# ---- design 1 ----
**Design 1: selected gate families**

(4 px per um)
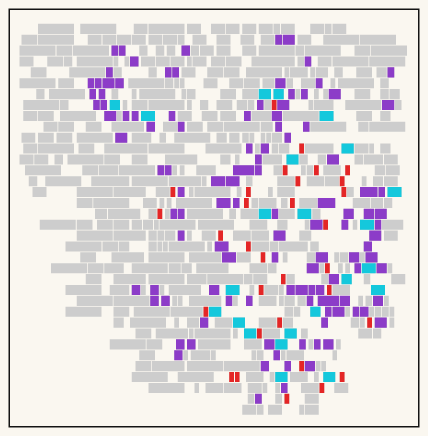

--- config.mk ---
export PLATFORM = sky130hd
export DESIGN_NAME = noobs_cpu_core
export DESIGN_NICKNAME = d
export VERILOG_FILES = /design/src/rtl/noobs_cpu_pkg.sv /design/src/rtl/noobs_cpu_alu.sv /design/src/rtl/noobs_cpu_core.sv
export SDC_FILE = /design/constraint.sdc
export NUM_CORES = 1
export LEC_CHECK = 0
export CAP_MARGIN = 20
export CORE_AREA = 2 2 100 102
export CTS_CLUSTER_DIAMETER = 40
export CTS_CLUSTER_SIZE = 16
export DETAILED_ROUTE_END_ITERATION = 8
export DIE_AREA = 0 0 102 104
export PLACE_DENSITY = 0.81
export SLEW_MARGIN = 5
export SYNTH_ARGS = -nofsm -noshare
export SYNTH_HDL_FRONTEND = slang
export SYNTH_SLANG_ARGS = --single-unit
export TNS_END_PERCENT = 10
--- constraint.sdc ---
create_clock -name clk -period 3.9 [get_ports clk]
set_input_delay 0.78 -clock clk [delete_from_list [all_inputs] [get_ports clk]]
set_output_delay 0.78 -clock clk [all_outputs]
set_load 0.005 [all_outputs]
--- src/rtl/noobs_cpu_pkg.sv ---
// Shared definitions for the noobs 8-bit multicycle CPU: opcodes, FSM states
// and the instruction-length decode used by both fetch and operand phases.
package noobs_cpu_pkg;

    localparam logic [3:0] OP_NOP = 4'h0;
    localparam logic [3:0] OP_MOV = 4'h1;
    localparam logic [3:0] OP_ADD = 4'h2;
    localparam logic [3:0] OP_SUB = 4'h3;
    localparam logic [3:0] OP_AND = 4'h4;
    localparam logic [3:0] OP_OR  = 4'h5;
    localparam logic [3:0] OP_XOR = 4'h6;
    localparam logic [3:0] OP_CMP = 4'h7;
    localparam logic [3:0] OP_LDI = 4'h8;
    localparam logic [3:0] OP_LD  = 4'h9;
    localparam logic [3:0] OP_ST  = 4'hA;
    localparam logic [3:0] OP_JMP = 4'hB;
    localparam logic [3:0] OP_JZ  = 4'hC;
    localparam logic [3:0] OP_JC  = 4'hD;
    localparam logic [3:0] OP_RSV = 4'hE;
    localparam logic [3:0] OP_HLT = 4'hF;

    typedef enum logic [2:0] {
        ST_FETCH,
        ST_OPR1,
        ST_OPR2,
        ST_EXEC,
        ST_HALT
    } cpu_state_t;

    function automatic logic [1:0] instr_len(input logic [3:0] op);
        logic [1:0] len;
        case (op)
            OP_LDI, OP_JMP, OP_JZ, OP_JC: len = 2'd2;
            OP_LD, OP_ST:                 len = 2'd3;
            default:                      len = 2'd1;
        endcase
        return len;
    endfunction

endpackage

--- src/rtl/noobs_cpu_alu.sv ---
// Combinational ALU for the noobs CPU; C is carry for ADD and borrow for SUB/CMP.
module noobs_cpu_alu
    import noobs_cpu_pkg::*;
(
    input  logic [7:0] a,
    input  logic [7:0] b,
    input  logic [3:0] op,
    output logic [7:0] result,
    output logic       z,
    output logic       c
);

    always_comb begin
        result = 8'h00;
        c      = 1'b0;
        case (op)
            OP_ADD:         {c, result} = {1'b0, a} + {1'b0, b};
            OP_SUB, OP_CMP: {c, result} = {1'b0, a} - {1'b0, b};
            OP_AND:         result = a & b;
            OP_OR:          result = a | b;
            OP_XOR:         result = a ^ b;
            default:        result = 8'h00;
        endcase
        z = (result == 8'h00);
    end

endmodule

--- src/rtl/noobs_cpu_core.sv ---
// Top of the noobs 8-bit multicycle CPU: FSM, PC, register file, flags and
// the data memory port; arithmetic is delegated to noobs_cpu_alu.
module noobs_cpu_core
    import noobs_cpu_pkg::*;
#(
    parameter logic [11:0] PC_RESET = 12'h000
) (
    input  logic        clk,
    input  logic        reset_,
    input  logic [7:0]  i_data,
    output logic [11:0] i_addr,
    input  logic [7:0]  m_rd_data,
    output logic [7:0]  m_wr_data,
    output logic [11:0] m_addr,
    output logic        m_rd,
    output logic        m_wr,
    output logic        m_en
);

    cpu_state_t  state;
    cpu_state_t  next_state;
    logic [11:0] pc;
    logic [7:0]  ir;
    logic [11:0] opr;
    logic [7:0]  regs [4];
    logic        z_flag;
    logic        c_flag;

    logic [3:0]  op;
    logic [1:0]  rd_idx;
    logic [1:0]  rs_idx;
    logic [7:0]  rd_val;
    logic [7:0]  rs_val;
    logic [7:0]  alu_result;
    logic        alu_z;
    logic        alu_c;

    logic        reg_we;
    logic [7:0]  reg_wdata;
    logic        flag_we;
    logic        pc_load;

    assign op     = ir[7:4];
    assign rd_idx = ir[3:2];
    assign rs_idx = ir[1:0];
    assign rd_val = regs[rd_idx];
    assign rs_val = regs[rs_idx];
    assign i_addr = pc;

    noobs_cpu_alu u_alu (
        .a      (rd_val),
        .b      (rs_val),
        .op     (op),
        .result (alu_result),
        .z      (alu_z),
        .c      (alu_c)
    );

    always_ff @(posedge clk or negedge reset_) begin
        if (!reset_) begin
            state <= ST_FETCH;
        end else begin
            state <= next_state;
        end
    end

    // In FETCH the opcode is not yet in IR, so the length decode looks at i_data directly.
    always_comb begin
        next_state = state;
        reg_we     = 1'b0;
        reg_wdata  = 8'h00;
        flag_we    = 1'b0;
        pc_load    = 1'b0;
        m_en       = 1'b0;
        m_rd       = 1'b0;
        m_wr       = 1'b0;
        m_addr     = 12'h000;
        m_wr_data  = 8'h00;
        case (state)
            ST_FETCH: next_state = (instr_len(i_data[7:4]) == 2'd1) ? ST_EXEC : ST_OPR1;
            ST_OPR1:  next_state = (instr_len(op) == 2'd3) ? ST_OPR2 : ST_EXEC;
            ST_OPR2:  next_state = ST_EXEC;
            ST_EXEC: begin
                next_state = ST_FETCH;
                case (op)
                    OP_MOV: begin
                        reg_we    = 1'b1;
                        reg_wdata = rs_val;
                    end
                    OP_ADD, OP_SUB, OP_AND, OP_OR, OP_XOR: begin
                        reg_we    = 1'b1;
                        reg_wdata = alu_result;
                        flag_we   = 1'b1;
                    end
                    OP_CMP: flag_we = 1'b1;
                    OP_LDI: begin
                        reg_we    = 1'b1;
                        reg_wdata = opr[7:0];
                    end
                    OP_LD: begin
                        m_en      = 1'b1;
                        m_rd      = 1'b1;
                        m_addr    = opr;
                        reg_we    = 1'b1;
                        reg_wdata = m_rd_data;
                    end
                    OP_ST: begin
                        m_en      = 1'b1;
                        m_wr      = 1'b1;
                        m_addr    = opr;
                        m_wr_data = rd_val;
                    end
                    OP_JMP: pc_load = 1'b1;
                    OP_JZ:  pc_load = z_flag;
                    OP_JC:  pc_load = c_flag;
                    OP_HLT: next_state = ST_HALT;
                    default: ;
                endcase
            end
            ST_HALT:  next_state = ST_HALT;
            default:  next_state = ST_FETCH;
        endcase
    end

    // PC increments in every fetch/operand cycle; the high address nibble of a
    // 3-byte op comes from byte1, while jumps take theirs from the opcode byte.
    always_ff @(posedge clk or negedge reset_) begin
        if (!reset_) begin
            pc     <= PC_RESET;
            ir     <= 8'h00;
            opr    <= 12'h000;
            z_flag <= 1'b0;
            c_flag <= 1'b0;
            for (int i = 0; i < 4; i++) begin
                regs[i] <= 8'h00;
            end
        end else begin
            case (state)
                ST_FETCH: begin
                    ir <= i_data;
                    pc <= pc + 12'd1;
                end
                ST_OPR1: begin
                    if (instr_len(op) == 2'd3) begin
                        opr[11:8] <= i_data[3:0];
                    end else begin
                        opr[7:0] <= i_data;
                    end
                    pc <= pc + 12'd1;
                end
                ST_OPR2: begin
                    opr[7:0] <= i_data;
                    pc       <= pc + 12'd1;
                end
                ST_EXEC: begin
                    if (reg_we) begin
                        regs[rd_idx] <= reg_wdata;
                    end
                    if (flag_we) begin
                        z_flag <= alu_z;
                        c_flag <= alu_c;
                    end
                    if (pc_load) begin
                        pc <= {ir[3:0], opr[7:0]};
                    end
                end
                default: ;
            endcase
        end
    end

endmodule

# ---- design 2 ----
<file path="config.mk">
export PLATFORM = sky130hd
export DESIGN_NAME = fetch_stage_flat
export DESIGN_NICKNAME = d
export VERILOG_FILES = /design/src/rtl/fetch_stage_if.sv /design/src/rtl/fetch_stage.sv /design/src/flat_wrapper.sv
export SDC_FILE = /design/constraint.sdc
export NUM_CORES = 1
export LEC_CHECK = 0
export CORE_MARGIN = 2
export CORE_UTILIZATION = 46
export DETAILED_ROUTE_END_ITERATION = 16
export GPL_ROUTABILITY_DRIVEN = 0
export PLACE_DENSITY = 0.89
export SETUP_SLACK_MARGIN = 0.2
export SYNTH_ARGS = -nofsm -noshare
export SYNTH_HDL_FRONTEND = slang
export SYNTH_SLANG_ARGS = --single-unit
</file>
<file path="constraint.sdc">
create_clock -name clk -period 2.36 [get_ports clk]
set_input_delay 0.708 -clock clk [delete_from_list [all_inputs] [get_ports clk]]
set_output_delay 0.708 -clock clk [all_outputs]
set_load 0.005 [all_outputs]
</file>
<file path="src/rtl/fetch_stage_if.sv">
// IF/ID handshake bundle between fetch and decode.
// master: fetch drives valid/instr/pc/next_pc; slave: decode drives ready.
interface fetch_stage_if #(
  parameter int ADDR_WIDTH = 32
);
  logic                  valid;
  logic                  ready;
  logic [31:0]           instr;
  logic [ADDR_WIDTH-1:0] pc;
  logic [ADDR_WIDTH-1:0] next_pc;

  modport master (
    output valid,
    output instr,
    output pc,
    output next_pc,
    input  ready
  );

  modport slave (
    input  valid,
    input  instr,
    input  pc,
    input  next_pc,
    output ready
  );
endinterface

</file>
<file path="src/rtl/fetch_stage.sv">
// Instruction fetch: owns the PC, reads ROM combinationally, fills IF/ID.
// Ports: clk/reset; rom_address/rom_data; out (IF/ID handshake);
//   redirect_valid/redirect_target; halt; halted/fault/fault_pc; fetch_count.
module fetch_stage #(
  parameter int                    ADDR_WIDTH = 32,
  parameter logic [ADDR_WIDTH-1:0] RESET_PC   = '0
) (
  input  logic                  clk,
  input  logic                  reset,
  output logic [ADDR_WIDTH-1:0] rom_address,
  input  logic [31:0]           rom_data,
  fetch_stage_if.master         out,
  input  logic                  redirect_valid,
  input  logic [ADDR_WIDTH-1:0] redirect_target,
  input  logic                  halt,
  output logic                  halted,
  output logic                  fault,
  output logic [ADDR_WIDTH-1:0] fault_pc,
  output logic [31:0]           fetch_count
);

  typedef enum logic [1:0] {
    RUN,
    HALTED,
    FAULT
  } state_t;

  state_t                state_q;
  state_t                state_d;
  logic [ADDR_WIDTH-1:0] pc;
  logic [ADDR_WIDTH-1:0] pc_plus4;
  logic                  misaligned;
  logic                  fire;

  assign rom_address = pc;
  // Truncation makes the top aligned address wrap to zero silently.
  assign pc_plus4    = pc + ADDR_WIDTH'(4);
  assign misaligned  = redirect_target[1:0] != 2'b00;
  assign fire        = out.valid && out.ready;

  always_ff @(posedge clk) begin
    if (reset) state_q <= RUN;
    else       state_q <= state_d;
  end

  always_comb begin
    state_d = state_q;
    if (state_q == RUN) begin
      if (halt)
        state_d = HALTED;
      else if (redirect_valid && misaligned)
        state_d = FAULT;
    end
  end

  always_comb begin
    halted = (state_q == HALTED);
    fault  = (state_q == FAULT);
  end

  always_ff @(posedge clk) begin
    if (reset) begin
      pc          <= RESET_PC;
      out.valid   <= 1'b0;
      out.instr   <= '0;
      out.pc      <= '0;
      out.next_pc <= '0;
      fault_pc    <= '0;
      fetch_count <= '0;
    end else begin
      // Handshakes count in every state, even alongside halt/redirect.
      if (fire)
        fetch_count <= fetch_count + 32'd1;
      if (state_q == RUN) begin
        if (halt) begin
          out.valid <= 1'b0;
        end else if (redirect_valid && misaligned) begin
          fault_pc  <= redirect_target;
          out.valid <= 1'b0;
        end else if (redirect_valid) begin
          // Kill the in-flight word; refetch from target next cycle.
          pc        <= redirect_target;
          out.valid <= 1'b0;
        end else if (!out.valid || out.ready) begin
          out.instr   <= rom_data;
          out.pc      <= pc;
          out.next_pc <= pc_plus4;
          out.valid   <= 1'b1;
          pc          <= pc_plus4;
        end
      end else begin
        out.valid <= 1'b0;
      end
    end
  end

endmodule

</file>
<file path="src/flat_wrapper.sv">
// flat-port wrapper written by rule: the top's interface ports become plain ports
module fetch_stage_flat 
#(
  parameter int                    ADDR_WIDTH = 32,
  parameter logic [ADDR_WIDTH-1:0] RESET_PC   = '0
)
  (clk, reset, rom_address, rom_data, redirect_valid, redirect_target, halt, halted, fault, fault_pc, fetch_count, out_valid, out_instr, out_pc, out_next_pc, out_ready);
  fetch_stage_if #(.ADDR_WIDTH(ADDR_WIDTH)) out_i ();
  input  logic clk;
  input  logic reset;
  output logic [ADDR_WIDTH-1:0] rom_address;
  input  logic [31:0] rom_data;
  input  logic redirect_valid;
  input  logic [ADDR_WIDTH-1:0] redirect_target;
  input  logic halt;
  output logic halted;
  output logic fault;
  output logic [ADDR_WIDTH-1:0] fault_pc;
  output logic [31:0] fetch_count;
  output wire logic [$bits(out_i.valid)-1:0] out_valid;
  output wire logic [$bits(out_i.instr)-1:0] out_instr;
  output wire logic [$bits(out_i.pc)-1:0] out_pc;
  output wire logic [$bits(out_i.next_pc)-1:0] out_next_pc;
  input wire logic [$bits(out_i.ready)-1:0] out_ready;
  assign out_valid = out_i.valid;
  assign out_instr = out_i.instr;
  assign out_pc = out_i.pc;
  assign out_next_pc = out_i.next_pc;
  assign out_i.ready = out_ready;
  fetch_stage #(.ADDR_WIDTH(ADDR_WIDTH), .RESET_PC(RESET_PC)) u_core (.clk(clk), .reset(reset), .rom_address(rom_address), .rom_data(rom_data), .out(out_i), .redirect_valid(redirect_valid), .redirect_target(redirect_target), .halt(halt), .halted(halted), .fault(fault), .fault_pc(fault_pc), .fetch_count(fetch_count));
endmodule
</file>
# ---- design 3 ----
$ cat config.mk
export PLATFORM = sky130hd
export DESIGN_NAME = writeback_unit_flat
export DESIGN_NICKNAME = d
export VERILOG_FILES = /design/src/rtl/wb_pkg.sv /design/src/rtl/writeback_unit_if.sv /design/src/rtl/wb_fifo.sv /design/src/rtl/writeback_unit.sv /design/src/flat_wrapper.sv
export SDC_FILE = /design/constraint.sdc
export NUM_CORES = 1
export LEC_CHECK = 0
export CELL_PAD_IN_SITES_DETAIL_PLACEMENT = 1
export CELL_PAD_IN_SITES_GLOBAL_PLACEMENT = 1
export CORE_MARGIN = 2
export CORE_UTILIZATION = 45
export CTS_CLUSTER_SIZE = 14
export DETAILED_ROUTE_END_ITERATION = 8
export PLACE_DENSITY = 0.8
export SLEW_MARGIN = 15
export SYNTH_ARGS = -nofsm -noshare
export SYNTH_HDL_FRONTEND = slang
export SYNTH_SLANG_ARGS = --single-unit
$ cat constraint.sdc
create_clock -name clk -period 12.7 [get_ports clk]
set_input_delay 2.54 -clock clk [delete_from_list [all_inputs] [get_ports clk]]
set_output_delay 2.54 -clock clk [all_outputs]
set_load 0.02 [all_outputs]
$ cat src/rtl/wb_pkg.sv
// Shared widths and the queued-result record for the register file writeback path.
package wb_pkg;
  localparam int unsigned XLEN       = 32;
  localparam int unsigned REG_ADDR_W = 5;
  localparam int unsigned NREGS      = 2**REG_ADDR_W;

  typedef struct packed {
    logic [REG_ADDR_W-1:0] rd;
    logic [XLEN-1:0]       data;
  } wb_entry_t;

  function automatic logic [NREGS-1:0] rd_onehot(input logic [REG_ADDR_W-1:0] rd);
    return NREGS'(1) << rd;
  endfunction
endpackage

$ cat src/rtl/writeback_unit_if.sv
// Producer handshakes, register file write port and hazard mask of the writeback unit.
// Optional forwarding lookup signals exist only when BYPASS_EN is defined.
interface writeback_unit_if;
  import wb_pkg::*;

  logic                  mem_valid;
  logic [REG_ADDR_W-1:0] mem_rd;
  logic [XLEN-1:0]       mem_data;
  logic                  mem_ready;
  logic                  alu_valid;
  logic [REG_ADDR_W-1:0] alu_rd;
  logic [XLEN-1:0]       alu_data;
  logic                  alu_ready;
  logic                  rf_we;
  logic [REG_ADDR_W-1:0] rf_waddr;
  logic [XLEN-1:0]       rf_wdata;
  logic [NREGS-1:0]      pending_mask;
`ifdef BYPASS_EN
  logic [REG_ADDR_W-1:0] fwd_idx;
  logic                  fwd_hit;
  logic [XLEN-1:0]       fwd_data;
`endif

  modport slave (
    input  mem_valid, mem_rd, mem_data, alu_valid, alu_rd, alu_data,
`ifdef BYPASS_EN
    input  fwd_idx,
    output fwd_hit, fwd_data,
`endif
    output mem_ready, alu_ready, rf_we, rf_waddr, rf_wdata, pending_mask
  );

  modport master (
    output mem_valid, mem_rd, mem_data, alu_valid, alu_rd, alu_data,
`ifdef BYPASS_EN
    output fwd_idx,
    input  fwd_hit, fwd_data,
`endif
    input  mem_ready, alu_ready, rf_we, rf_waddr, rf_wdata, pending_mask
  );
endinterface

$ cat src/rtl/wb_fifo.sv
// Two-push/one-pop circular buffer of writeback entries with an oldest-first view of contents.
// The data view is only exported when BYPASS_EN is defined.
module wb_fifo
  import wb_pkg::*;
#(
  parameter int unsigned DEPTH = 4,
  localparam int unsigned PTR_W = $clog2(DEPTH),
  localparam int unsigned CNT_W = $clog2(DEPTH) + 1
) (
  input  logic                  clk,
  input  logic                  rst_n,
  input  logic                  i_push0,
  input  wb_entry_t             i_entry0,
  input  logic                  i_push1,
  input  wb_entry_t             i_entry1,
  input  logic                  i_pop,
  output wb_entry_t             o_head,
  output logic [CNT_W-1:0]      o_count,
  output logic [DEPTH-1:0]      o_age_valid,
  output logic [REG_ADDR_W-1:0] o_age_rd [DEPTH]
`ifdef BYPASS_EN
  ,
  output logic [XLEN-1:0]       o_age_data [DEPTH]
`endif
);

  wb_entry_t         r_mem [DEPTH];
  logic [PTR_W-1:0]  r_rd_ptr;
  logic [PTR_W-1:0]  r_wr_ptr;
  logic [CNT_W-1:0]  r_count;
  logic              w_pop;
  logic [1:0]        w_npush;
  logic [PTR_W-1:0]  w_wr_ptr1;

  assign w_pop     = i_pop && (r_count != '0);
  assign w_npush   = {1'b0, i_push0} + {1'b0, i_push1};
  // A lone second push takes the first free slot so entries stay contiguous.
  assign w_wr_ptr1 = i_push0 ? r_wr_ptr + PTR_W'(1) : r_wr_ptr;

  always_ff @(posedge clk or negedge rst_n) begin
    if (!rst_n) begin
      r_rd_ptr <= '0;
      r_wr_ptr <= '0;
      r_count  <= '0;
    end else begin
      r_rd_ptr <= r_rd_ptr + PTR_W'(w_pop);
      r_wr_ptr <= r_wr_ptr + PTR_W'(w_npush);
      r_count  <= r_count + CNT_W'(w_npush) - CNT_W'(w_pop);
    end
  end

  always_ff @(posedge clk) begin
    if (i_push0) r_mem[r_wr_ptr]  <= i_entry0;
    if (i_push1) r_mem[w_wr_ptr1] <= i_entry1;
  end

  assign o_head  = r_mem[r_rd_ptr];
  assign o_count = r_count;

  always_comb begin
    logic [PTR_W-1:0] w_idx;
    w_idx = '0;
    for (int unsigned k = 0; k < DEPTH; k++) begin
      w_idx          = r_rd_ptr + PTR_W'(k);
      o_age_valid[k] = CNT_W'(k) < r_count;
      o_age_rd[k]    = r_mem[w_idx].rd;
`ifdef BYPASS_EN
      o_age_data[k]  = r_mem[w_idx].data;
`endif
    end
  end

endmodule

$ cat src/rtl/writeback_unit.sv
// Register file write-side driver: accepts ALU/load results, queues them, writes one per cycle.
// BYPASS_EN adds a combinational youngest-match forwarding lookup.
module writeback_unit
  import wb_pkg::*;
#(
  parameter int unsigned DEPTH = 4
) (
  input  logic             clk,
  input  logic             rst_n,
  writeback_unit_if.slave  wb
);

  localparam int unsigned CNT_W = $clog2(DEPTH) + 1;

  logic [CNT_W-1:0]      w_count;
  logic                  w_mem_ready;
  logic                  w_alu_ready;
  logic                  w_push0;
  logic                  w_push1;
  logic                  w_pop;
  wb_entry_t             w_entry0;
  wb_entry_t             w_entry1;
  wb_entry_t             w_head;
  logic [DEPTH-1:0]      w_age_valid;
  logic [REG_ADDR_W-1:0] w_age_rd [DEPTH];
  logic [NREGS-1:0]      w_mask;
  logic                  r_rf_we;
  logic [REG_ADDR_W-1:0] r_rf_waddr;
  logic [XLEN-1:0]       r_rf_wdata;
`ifdef BYPASS_EN
  logic [XLEN-1:0]       w_age_data [DEPTH];
  logic                  w_fwd_hit;
  logic [XLEN-1:0]       w_fwd_data;
`endif

  // Readiness deliberately ignores the pop happening in the same cycle.
  assign w_mem_ready = w_count < CNT_W'(DEPTH);
  assign w_alu_ready = (w_count + CNT_W'(wb.mem_valid & w_mem_ready)) < CNT_W'(DEPTH);

  assign w_push0  = wb.mem_valid && w_mem_ready && (wb.mem_rd != '0);
  assign w_push1  = wb.alu_valid && w_alu_ready && (wb.alu_rd != '0);
  assign w_entry0 = '{rd: wb.mem_rd, data: wb.mem_data};
  assign w_entry1 = '{rd: wb.alu_rd, data: wb.alu_data};
  assign w_pop    = w_count != '0;

  wb_fifo #(.DEPTH(DEPTH)) u_fifo (
    .clk         (clk),
    .rst_n       (rst_n),
    .i_push0     (w_push0),
    .i_entry0    (w_entry0),
    .i_push1     (w_push1),
    .i_entry1    (w_entry1),
    .i_pop       (w_pop),
    .o_head      (w_head),
    .o_count     (w_count),
    .o_age_valid (w_age_valid),
    .o_age_rd    (w_age_rd)
`ifdef BYPASS_EN
    ,
    .o_age_data  (w_age_data)
`endif
  );

  always_ff @(posedge clk or negedge rst_n) begin
    if (!rst_n) begin
      r_rf_we    <= 1'b0;
      r_rf_waddr <= '0;
      r_rf_wdata <= '0;
    end else if (w_pop) begin
      r_rf_we    <= 1'b1;
      r_rf_waddr <= w_head.rd;
      r_rf_wdata <= w_head.data;
    end else begin
      r_rf_we    <= 1'b0;
    end
  end

  always_comb begin
    w_mask = '0;
    if (r_rf_we) w_mask = rd_onehot(r_rf_waddr);
    for (int unsigned k = 0; k < DEPTH; k++) begin
      if (w_age_valid[k]) w_mask = w_mask | rd_onehot(w_age_rd[k]);
    end
  end

`ifdef BYPASS_EN
  // Scan oldest to youngest so the last match (youngest) wins; the output register is oldest.
  always_comb begin
    w_fwd_hit  = 1'b0;
    w_fwd_data = '0;
    if (wb.fwd_idx != '0) begin
      if (r_rf_we && (r_rf_waddr == wb.fwd_idx)) begin
        w_fwd_hit  = 1'b1;
        w_fwd_data = r_rf_wdata;
      end
      for (int unsigned k = 0; k < DEPTH; k++) begin
        if (w_age_valid[k] && (w_age_rd[k] == wb.fwd_idx)) begin
          w_fwd_hit  = 1'b1;
          w_fwd_data = w_age_data[k];
        end
      end
    end
  end

  assign wb.fwd_hit  = w_fwd_hit;
  assign wb.fwd_data = w_fwd_data;
`endif

  assign wb.mem_ready    = w_mem_ready;
  assign wb.alu_ready    = w_alu_ready;
  assign wb.rf_we        = r_rf_we;
  assign wb.rf_waddr     = r_rf_waddr;
  assign wb.rf_wdata     = r_rf_wdata;
  assign wb.pending_mask = w_mask;

endmodule

$ cat src/flat_wrapper.sv
// flat-port wrapper written by rule: the top's interface ports become plain ports
module writeback_unit_flat import wb_pkg::*;
#(
  parameter int unsigned DEPTH = 4
)
  (clk, rst_n, wb_mem_valid, wb_mem_rd, wb_mem_data, wb_alu_valid, wb_alu_rd, wb_alu_data, wb_mem_ready, wb_alu_ready, wb_rf_we, wb_rf_waddr, wb_rf_wdata, wb_pending_mask);
  writeback_unit_if wb_i ();
  input  logic clk;
  input  logic rst_n;
  input wire logic [$bits(wb_i.mem_valid)-1:0] wb_mem_valid;
  input wire logic [$bits(wb_i.mem_rd)-1:0] wb_mem_rd;
  input wire logic [$bits(wb_i.mem_data)-1:0] wb_mem_data;
  input wire logic [$bits(wb_i.alu_valid)-1:0] wb_alu_valid;
  input wire logic [$bits(wb_i.alu_rd)-1:0] wb_alu_rd;
  input wire logic [$bits(wb_i.alu_data)-1:0] wb_alu_data;
  output wire logic [$bits(wb_i.mem_ready)-1:0] wb_mem_ready;
  output wire logic [$bits(wb_i.alu_ready)-1:0] wb_alu_ready;
  output wire logic [$bits(wb_i.rf_we)-1:0] wb_rf_we;
  output wire logic [$bits(wb_i.rf_waddr)-1:0] wb_rf_waddr;
  output wire logic [$bits(wb_i.rf_wdata)-1:0] wb_rf_wdata;
  output wire logic [$bits(wb_i.pending_mask)-1:0] wb_pending_mask;
  assign wb_i.mem_valid = wb_mem_valid;
  assign wb_i.mem_rd = wb_mem_rd;
  assign wb_i.mem_data = wb_mem_data;
  assign wb_i.alu_valid = wb_alu_valid;
  assign wb_i.alu_rd = wb_alu_rd;
  assign wb_i.alu_data = wb_alu_data;
  assign wb_mem_ready = wb_i.mem_ready;
  assign wb_alu_ready = wb_i.alu_ready;
  assign wb_rf_we = wb_i.rf_we;
  assign wb_rf_waddr = wb_i.rf_waddr;
  assign wb_rf_wdata = wb_i.rf_wdata;
  assign wb_pending_mask = wb_i.pending_mask;
  writeback_unit #(.DEPTH(DEPTH)) u_core (.clk(clk), .rst_n(rst_n), .wb(wb_i));
endmodule
# ---- design 4 ----
===== src/rtl/pc_pkg.sv =====
// Shared types and default parameters for the program-counter sequencer.
package pc_pkg;

    typedef enum logic [3:0] {
        HOLD,
        INC,
        JMP,
        REL,
        CALL,
        RET,
        RETI,
        INT,
        CLR
    } pc_src_t;

    localparam int         DEF_W       = 8;
    localparam int         DEF_DEPTH   = 8;
    localparam logic [7:0] DEF_INT_VEC = 8'h04;

endpackage


===== src/rtl/pc_stos_lifo.sv =====
// Return-address stack: a LIFO with full/empty flags and a combinational top-of-stack.
module pc_stos_lifo #(
    parameter int W     = 8,
    parameter int DEPTH = 8
) (
    input  logic         clk,
    input  logic         rst,
    input  logic         clr,
    input  logic         push,
    input  logic         pop,
    input  logic [W-1:0] din,
    output logic [W-1:0] tos,
    output logic         empty,
    output logic         full
);

    localparam int AW = $clog2(DEPTH);
    localparam int CW = AW + 1;

    logic [W-1:0]  mem [DEPTH];
    logic [CW-1:0] count;
    logic [AW-1:0] wr_idx;
    logic [AW-1:0] top_idx;

    // When full the low bits wrap to 0, so top_idx still lands on DEPTH-1.
    assign wr_idx  = count[AW-1:0];
    assign top_idx = wr_idx - AW'(1);
    assign empty   = (count == '0);
    assign full    = (count == CW'(DEPTH));
    assign tos     = empty ? '0 : mem[top_idx];

    always_ff @(posedge clk or posedge rst) begin
        if (rst) begin
            count <= '0;
        end else if (clr) begin
            count <= '0;
        end else if (push && !full) begin
            count <= count + CW'(1);
        end else if (pop && !empty) begin
            count <= count - CW'(1);
        end
    end

    // Storage is deliberately left without reset; only the pointer is cleared.
    always_ff @(posedge clk) begin
        if (!rst && !clr && push && !full) begin
            mem[wr_idx] <= din;
        end
    end

endmodule


===== src/rtl/pc_seq.sv =====
// Program-counter sequencer: jumps, calls/returns through a LIFO, and a single-level interrupt.
module pc_seq
    import pc_pkg::*;
#(
    parameter int             W       = DEF_W,
    parameter int             DEPTH   = DEF_DEPTH,
    parameter logic [W-1:0]   INT_VEC = W'(DEF_INT_VEC)
) (
    input  logic         clk,
    input  logic         rst,
    input  logic         ID_rst,
    input  logic         stall,
    input  logic         skok_pc,
    input  logic         skok_wzgl,
    input  logic         call,
    input  logic         ret,
    input  logic         reti,
    input  logic         int_req,
    input  logic [W-1:0] adres_skok_pc,
    input  logic [7:0]   offset,
    output logic [W-1:0] PC_count,
    output logic         int_ack,
    output logic         stos_pusty,
    output logic         stos_pelny,
    output logic         blad_stosu
);

    pc_src_t      src;
    logic [W-1:0] pc;
    logic [W-1:0] pc_inc;
    logic [W-1:0] off_ext;
    logic [W-1:0] push_data;
    logic [W-1:0] tos;
    logic         push;
    logic         pop;
    logic         empty;
    logic         full;
    logic         int_en;
    logic         blad;

    assign pc_inc  = pc + W'(1);
    assign off_ext = W'($signed(offset));

    always_comb begin
        src = INC;
        if (ID_rst)                  src = CLR;
        else if (stall)              src = HOLD;
        else if (int_req && int_en)  src = INT;
        else if (reti)               src = RETI;
        else if (ret)                src = RET;
        else if (call)               src = CALL;
        else if (skok_pc)            src = JMP;
        else if (skok_wzgl)          src = REL;
    end

    // An interrupt saves the current PC so the interrupted instruction re-executes.
    assign push      = (src == CALL) || (src == INT);
    assign pop       = (src == RET) || (src == RETI);
    assign push_data = (src == INT) ? pc : pc_inc;

    pc_stos_lifo #(
        .W     (W),
        .DEPTH (DEPTH)
    ) u_stos (
        .clk   (clk),
        .rst   (rst),
        .clr   (src == CLR),
        .push  (push),
        .pop   (pop),
        .din   (push_data),
        .tos   (tos),
        .empty (empty),
        .full  (full)
    );

    always_ff @(posedge clk or posedge rst) begin
        if (rst) begin
            pc      <= '0;
            int_en  <= 1'b1;
            int_ack <= 1'b0;
            blad    <= 1'b0;
        end else begin
            int_ack <= 1'b0;
            case (src)
                CLR: begin
                    pc     <= '0;
                    int_en <= 1'b1;
                    blad   <= 1'b0;
                end
                HOLD: ;
                INC:  pc <= pc_inc;
                JMP:  pc <= adres_skok_pc;
                REL:  pc <= pc + off_ext;
                CALL: begin
                    pc <= adres_skok_pc;
                    if (full) blad <= 1'b1;
                end
                INT: begin
                    pc      <= INT_VEC;
                    int_en  <= 1'b0;
                    int_ack <= 1'b1;
                    if (full) blad <= 1'b1;
                end
                RET: begin
                    pc <= empty ? '0 : tos;
                    if (empty) blad <= 1'b1;
                end
                RETI: begin
                    pc     <= empty ? '0 : tos;
                    int_en <= 1'b1;
                    if (empty) blad <= 1'b1;
                end
                default: ;
            endcase
        end
    end

    assign PC_count   = pc;
    assign stos_pusty = empty;
    assign stos_pelny = full;
    assign blad_stosu = blad;

endmodule


===== config.mk =====
export PLATFORM = sky130hd
export DESIGN_NAME = pc_seq
export DESIGN_NICKNAME = d
export VERILOG_FILES = /design/src/rtl/pc_pkg.sv /design/src/rtl/pc_stos_lifo.sv /design/src/rtl/pc_seq.sv
export SDC_FILE = /design/constraint.sdc
export NUM_CORES = 1
export LEC_CHECK = 0
export CORE_UTILIZATION = 40
export CTS_CLUSTER_DIAMETER = 30
export DETAILED_ROUTE_END_ITERATION = 7
export GPL_TIMING_DRIVEN = 0
export MAX_ROUTING_LAYER = met4
export PLACE_DENSITY = 0.63
export SYNTH_ARGS = -nofsm -noshare
export SYNTH_HDL_FRONTEND = slang
export SYNTH_SLANG_ARGS = --single-unit

===== constraint.sdc =====
create_clock -name clk -period 7.7 [get_ports clk]
set_input_delay 1.155 -clock clk [delete_from_list [all_inputs] [get_ports clk]]
set_output_delay 1.155 -clock clk [all_outputs]
set_load 0.02 [all_outputs]

**Design 3: port wiring**

(3 px per um)
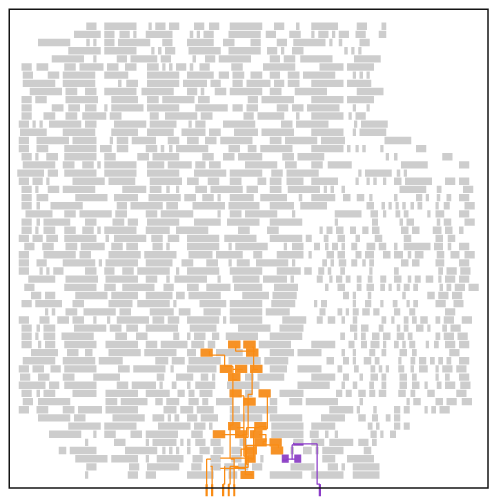
port	colour	bits	direction	edge	end cells	buffers	wire
`wb_mem_valid`	purple	1	input	bottom	2	1	36.1 um
`wb_alu_rd`	orange	5	input	bottom	22	5	283 um

==> flow_summary.toml, design 3 <==
# implementation run metrics
[run_status]
status = "complete, no violations"

[sta]
slew_viol_final = 0
tns_ns = 0
final-hold-violation-count = 0

[setup_path]
crit_start = "u_core.u_fifo.r_rd_ptr[0]"
crit_required_ns = 10.16
r2r_end = "u_core.u_fifo.r_mem[1][4]"
critPathLaunchType = "flop"
reg2regPathDepth = 6
path_depth = 6
r2r_slack_ns = 9.21
critPathSlowestCell = "dfrtp_4"
critical_path_arrival_ns = 4.05
crit_buf_inv = 1

[layout]
final_util_pct = 55.98
sh_comb_area_pct = 37.62
final_cell_area_mm2 = 0.01318
final-clk-cell-share_pct = 4.681
final_cell_mix = "148 x clkdlybuf4s50_1, 148 x edfxtp_1, 145 x nand2_1, 144 x mux2_2, 52 x mux4_2"
inverters_excl_clock = 14
nets = 1051
final_cells = 1294

[hold_path]
hold_end = "u_core.wb.rf_wdata[30]"
hp-start = "u_core.wb.rf_wdata[30]"
hold_path.class = "reg -> reg"

[run]
warnings = 29
maxCapViolCount = 0

[synth]
ys_ff = 193
synth.cell_area_mm2 = 0.01082
largest_area_cell = "edfxtp_1"
yosys_warnings = 0
top_logic_kind = "multiplexers"
edf_count = 148
ys_sh_aoi_pct = 4.902

[placement]
placed_cell_area_mm2 = 0.01256
place_inst = 1262
port_buffers = 149
pre_cts_ws_ns = 6.250

[power_and_ir_drop]
power_clock_mw = 0.551
p_int_mw = 2.000
combPwrFrac_pct = 52.2
p_comb_mw = 1.83
pg_seq_mw = 1.13
p_per_area_mw_per_mm2 = 266.3

[clocking]
cts_resized = 0
cts_tree = "built"
clock.latency.late_pin_ns = 0.44

[grt]
grt_max_degree = 54
grtUsageMet1_pct = 31.40
track_usage_pct = 25.60
grt_pass1_vias = 8475
grt_overflow = 0
antenna_found_initial = 1

[floorplan]
chip_area_mm2 = 0.02531
tap_cells = 319
rows = 56

[routing]
wl_met2_um = 16520
num_vias = 7749
-- design 3: tightest hold or removal path, delay by kind of cell, from the launching register on --
family        cells  cell delay, ns
flops             1            0.35
simple gates      2            0.10
-- design 3: sequential cells by signal, indices dropped and copies added (netlist names) --
signal and flops:
u_core.u_fifo.o_count 3, u_core.u_fifo.r_mem 148, u_core.u_fifo.r_rd_ptr 2, u_core.u_fifo.r_wr_ptr 2, u_core.wb.rf_waddr 5, u_core.wb.rf_wdata 32, u_core.wb.rf_we 1
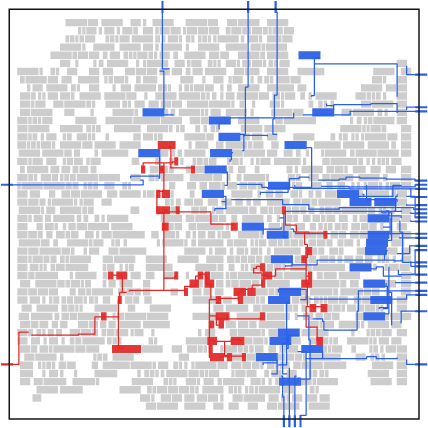
**Above:** design 2 (port wiring).
(3 px per um)
port	colour	bits	direction	edge	end cells	buffers	wire
`redirect_valid`	red	1	input	left	53	2	439 um
`out_next_pc`	blue	32	output	24 right, 4 bottom, 3 top, 1 left	32	32	1310 um

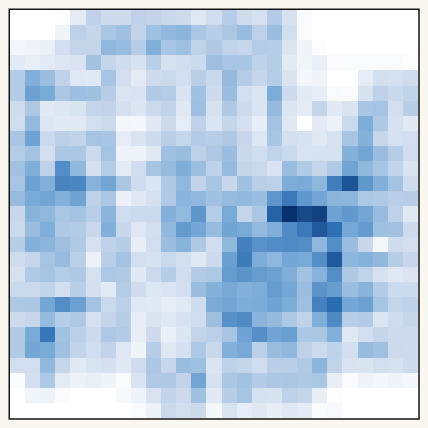
**Above:** design 2 (wiring heat map).
(3 px per um) The die is cut into 27 by 27 equal tiles; white is low, dark blue is high, scaled to the fullest tile. Values are wire area over tile area, all layers added.
mean over tiles	0.25
fullest tile	0.88
densest ninth of the die	right middle
nearly empty tiles	7.5%
tiles over half the peak	10%
emptiest ninth of the die	top right

==> flow_summary.toml, design 2 <==
# implementation run metrics
[run_status]
status = "complete, no violations"

[synth]
top_logic_kind = "simple AND/OR/NAND/NOR gates"
top_cell_area_share_pct = 48.12
synth.cell_area_mm2 = 0.008029
xor_share_pct = 5.782
ys_ff = 193
ys_types = 52
ff_type = "dfxtp_1"
yosys.area_share.simple_pct = 24.54
ys_seq_share_pct = 48.12

[clocking]
clock.latency.late_pin_ns = 0.43
clock_path_buffers = 2

[setup_path]
r2r_end = "u_core.rom_address[22]"
crit_required_ns = 1.65
path_delay_family = "buffers and inverters"
path_cells = "buf_6, clkdlybuf4s50_1"
crit_start = "u_core.rom_address[13]"
reg2regPathDepth = 7
criticalPathCategory = "reg -> out"
end_kind = "output pin"
crit_end = "rom_address[13]"
reg2reg_from = "u_core.rom_address[2]"
r2r_slack_ns = 0.32

[layout]
final-clk-cell-share_pct = 5.238
nClkBuffers = 21
final_cells = 1510
drive_gt1_share_pct = 12.45
inverters_excl_clock = 6
buffers = 345
buf_share_pct = 28.26
final_cell_area_mm2 = 0.01213

[sta]
slew_viol_final = 0
rsz0062_at_grt = "true"
fmax_mhz = 467.7
setup_violations = 0

[floorplan]
chip_area_mm2 = 0.01853
rows = 48

[grt]
antenna_found_initial = 0

[placement]
placed_cell_area_mm2 = 0.01131
pre_cts_ws_ns = -0.2036
dp_hpwl_um = 19190

[power_and_ir_drop]
power_leader = "sequential cells"
peakVddDrop_v = 0.0006518
power_leakage_nw = 4.411
power_clock_mw = 3.13
p_per_area_mw_per_mm2 = 612.0

[routing]
vias_per_cell = 5.542
wl_per_cell_um = 18.01
first_pass_iters = 5

[hold_path]
hp-start = "u_core.out.pc[2]"

[run]
maxCapViolCount = 0
-- design 2: layer usage --
layer  track usage (%)  part of all wire (%)  wire [um]  up-vias
li1                  -                     -          -     3957
met1             33.67                    39      10480     3909
met2             46.29                    48      13120      434
met3             9.247                    10       2808       68
met4             10.82                   2.9        790        0
met5                 0                     0          0        -
-- design 2: timing repair --
action,in CTS,in global routing
pin swaps,0,2
setup endpoints to repair,25,70
setup buffers,1,6
hold buffers,0,0
gates resized,32,23
endpoints found under the hold margin,0,0
gates cloned,0,1
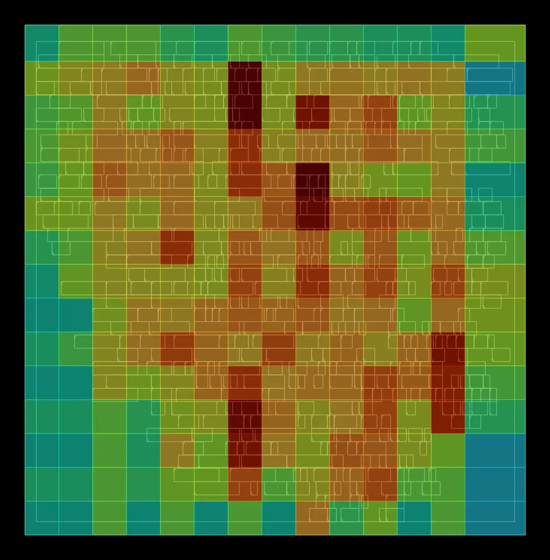
**Above:** design 1 (track usage over the die).
met2 GRT Util: 42.39%
Final Util: 62.53%

## Picture notes: 'selected gate families' of design 1
family	colour	cells
inv cells	red	31
aoi and oai cells	purple	113
non-inverting ao/oa cells	cyan	23

==> flow_summary.toml, design 1 <==
# implementation run metrics
[routing]
num_vias = 4459
first_pass_iters = 5
drtIter0Drc = 459
wl_per_cell_um = 19.67

[power_and_ir_drop]
p_clk_share_pct = 10.9

[setup_path]
path_delay_family = "buffers and inverters"
max_stage_delay_ns = 0.53
crit_required_ns = 3.12
critical_path_arrival_ns = 2.78
reg2reg_from = "ir[0]"

[clocking]
postCtsHoldBufs = 0
clock_path_buffers = 2

[layout]
diodes = 0
lay_top_count = "dfrtp_1"

[synth]
ff_type = "dfrtp_1"

[placement]
place_inst = 697
pre_cts_ws_ns = 0.3681

[run]
maxCapViolCount = 0
warnings = 43

[run_status]
status = "complete, no violations"

[sta]
fin_ws_ns = 0.3407

[grt]
grtUsageMet1_pct = 38.88
track_usage_pct = 26.97
## design 1: cell type report
class                      instances  area (um^2)  share of cell area (%)
clock buffer                       9        123.9                   2.075
clock inverter                     7        102.6                   1.718
inverter                          31        116.4                   1.949
multi-input combinational        398         3113                   52.14
sequential                        69         1728                   28.94
tap                              133        166.4                   2.787
timing repair buffer              66        620.6                   10.39
## design 1: kinds of logic after synthesis
family | synth area share, %
mux | 18.47
compound gates | 18.64
buf+inv | 5.520
flops | 33.71
fa+ha+maj | 7.132
xor+xnor | 0.1710
simple gates | 16.37
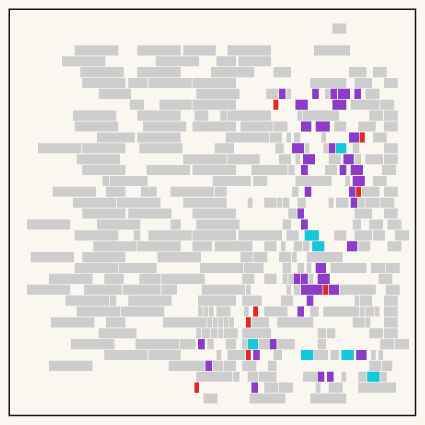
**Above:** design 4 (selected gate families).
(4 px per um)
family	colour	cells
non-inverting ao/oa cells	cyan	7
aoi and oai cells	purple	40
inv cells	red	8

==> flow_summary.toml, design 4 <==
# implementation run metrics
[run_status]
status = "complete, no violations"

[floorplan]
die_width_um = 101.2
num_io_pins = 38
chip_area_mm2 = 0.01024

[sta]
slew_headroom_pct = 34.02
tns_ns = 0

[power_and_ir_drop]
p_total_mw = 1.322

[clocking]
numCtsBuffers = 9
cts_tree = "built"

[synth]
ys_types = 55
yosys_area_mm2 = 0.003938
ys_sh_aoi_pct = 8.230
ff_type = "edfxtp_1"
syn_inst = 277
ys_ff = 79

[placement]
place_inst = 443

[routing]
wirelength_um = 8733

[hold_path]
hold_path.class = "reg -> reg"

[layout]
largest_register_ff_count = 64

[setup_path]
end_kind = "output pin"
## design 4: power by group through the flow
stage | combinational [mW] | clock, mW | sequential, mW
final | 0.486 | 0.306 | 0.529
after global routing | 0.527 | 0.331 | 0.534
after CTS | 0.491 | 0.313 | 0.529
after detailed placement | 0.489 | 0 | 0.538
after global placement | 0.478 | 0 | 0.537
after floorplan | 0.334 | 0 | 0.541
## design 4: layer usage
layer  share of wire (%)  global-route usage (%)
met4                 2.1                   7.692
met2                  46                   28.78
met5                   0                       -
met3                 4.7                   3.244
met1                  47                   26.45


==> notes/layouts.md <==
Pictures saved along the way, in no particular order.

Wiring heat map.
Plate I
(4 px per um) The die is cut into 20 by 20 equal tiles; white is low, dark blue is high, scaled to the fullest tile. Values are wire area over tile area, all layers added.
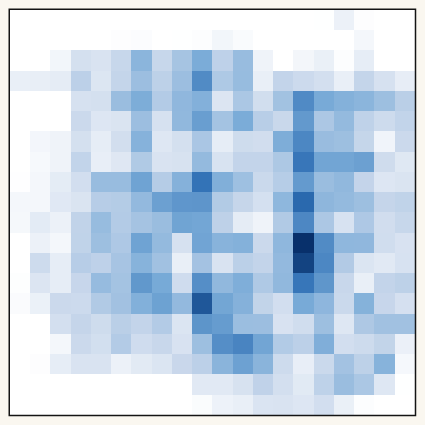
Plate II
(2 px per um) The die is cut into 32 by 32 equal tiles; white is low, dark blue is high, scaled to the fullest tile. Values are wire area over tile area, all layers added.
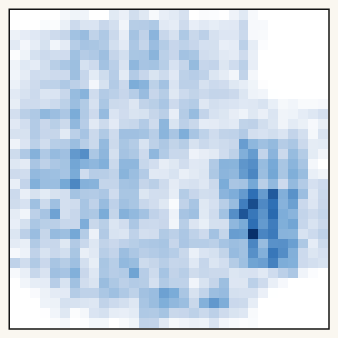
Plate III
(4 px per um) The die is cut into 20 by 21 equal tiles; white is low, dark blue is high, scaled to the fullest tile. Values are wire area over tile area, all layers added.
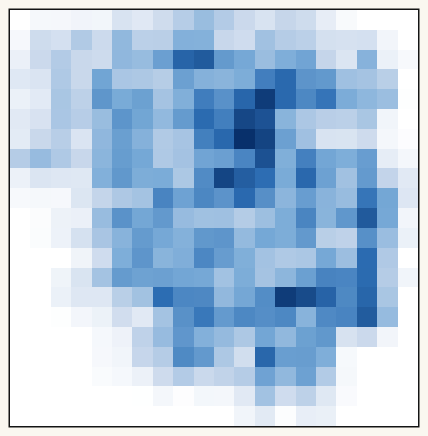
The one with the largest die is Plate II.
- design 1 = Plate III
- design 4 = Plate I
- design 3 = Plate II


==> notes/layouts.md <==
Pictures saved along the way, in no particular order.

Track usage over the die.
image #1
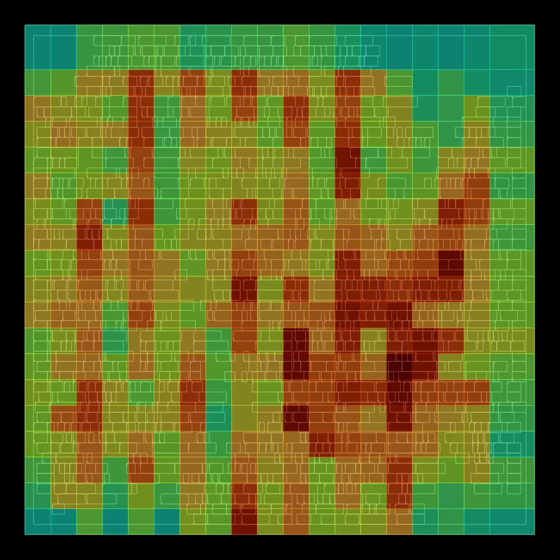
image #2
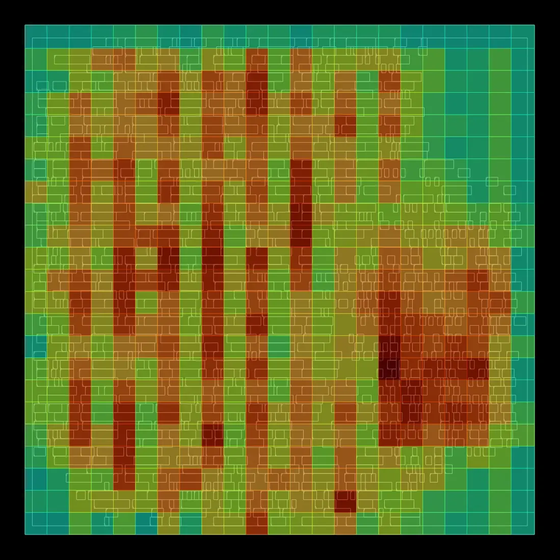
image #3
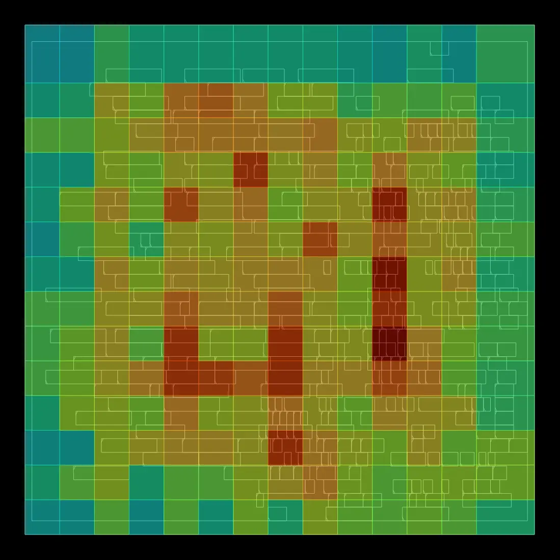
design 4: image #3
design 2: image #1
design 3: image #2

Power and IR drop assume default switching activity.
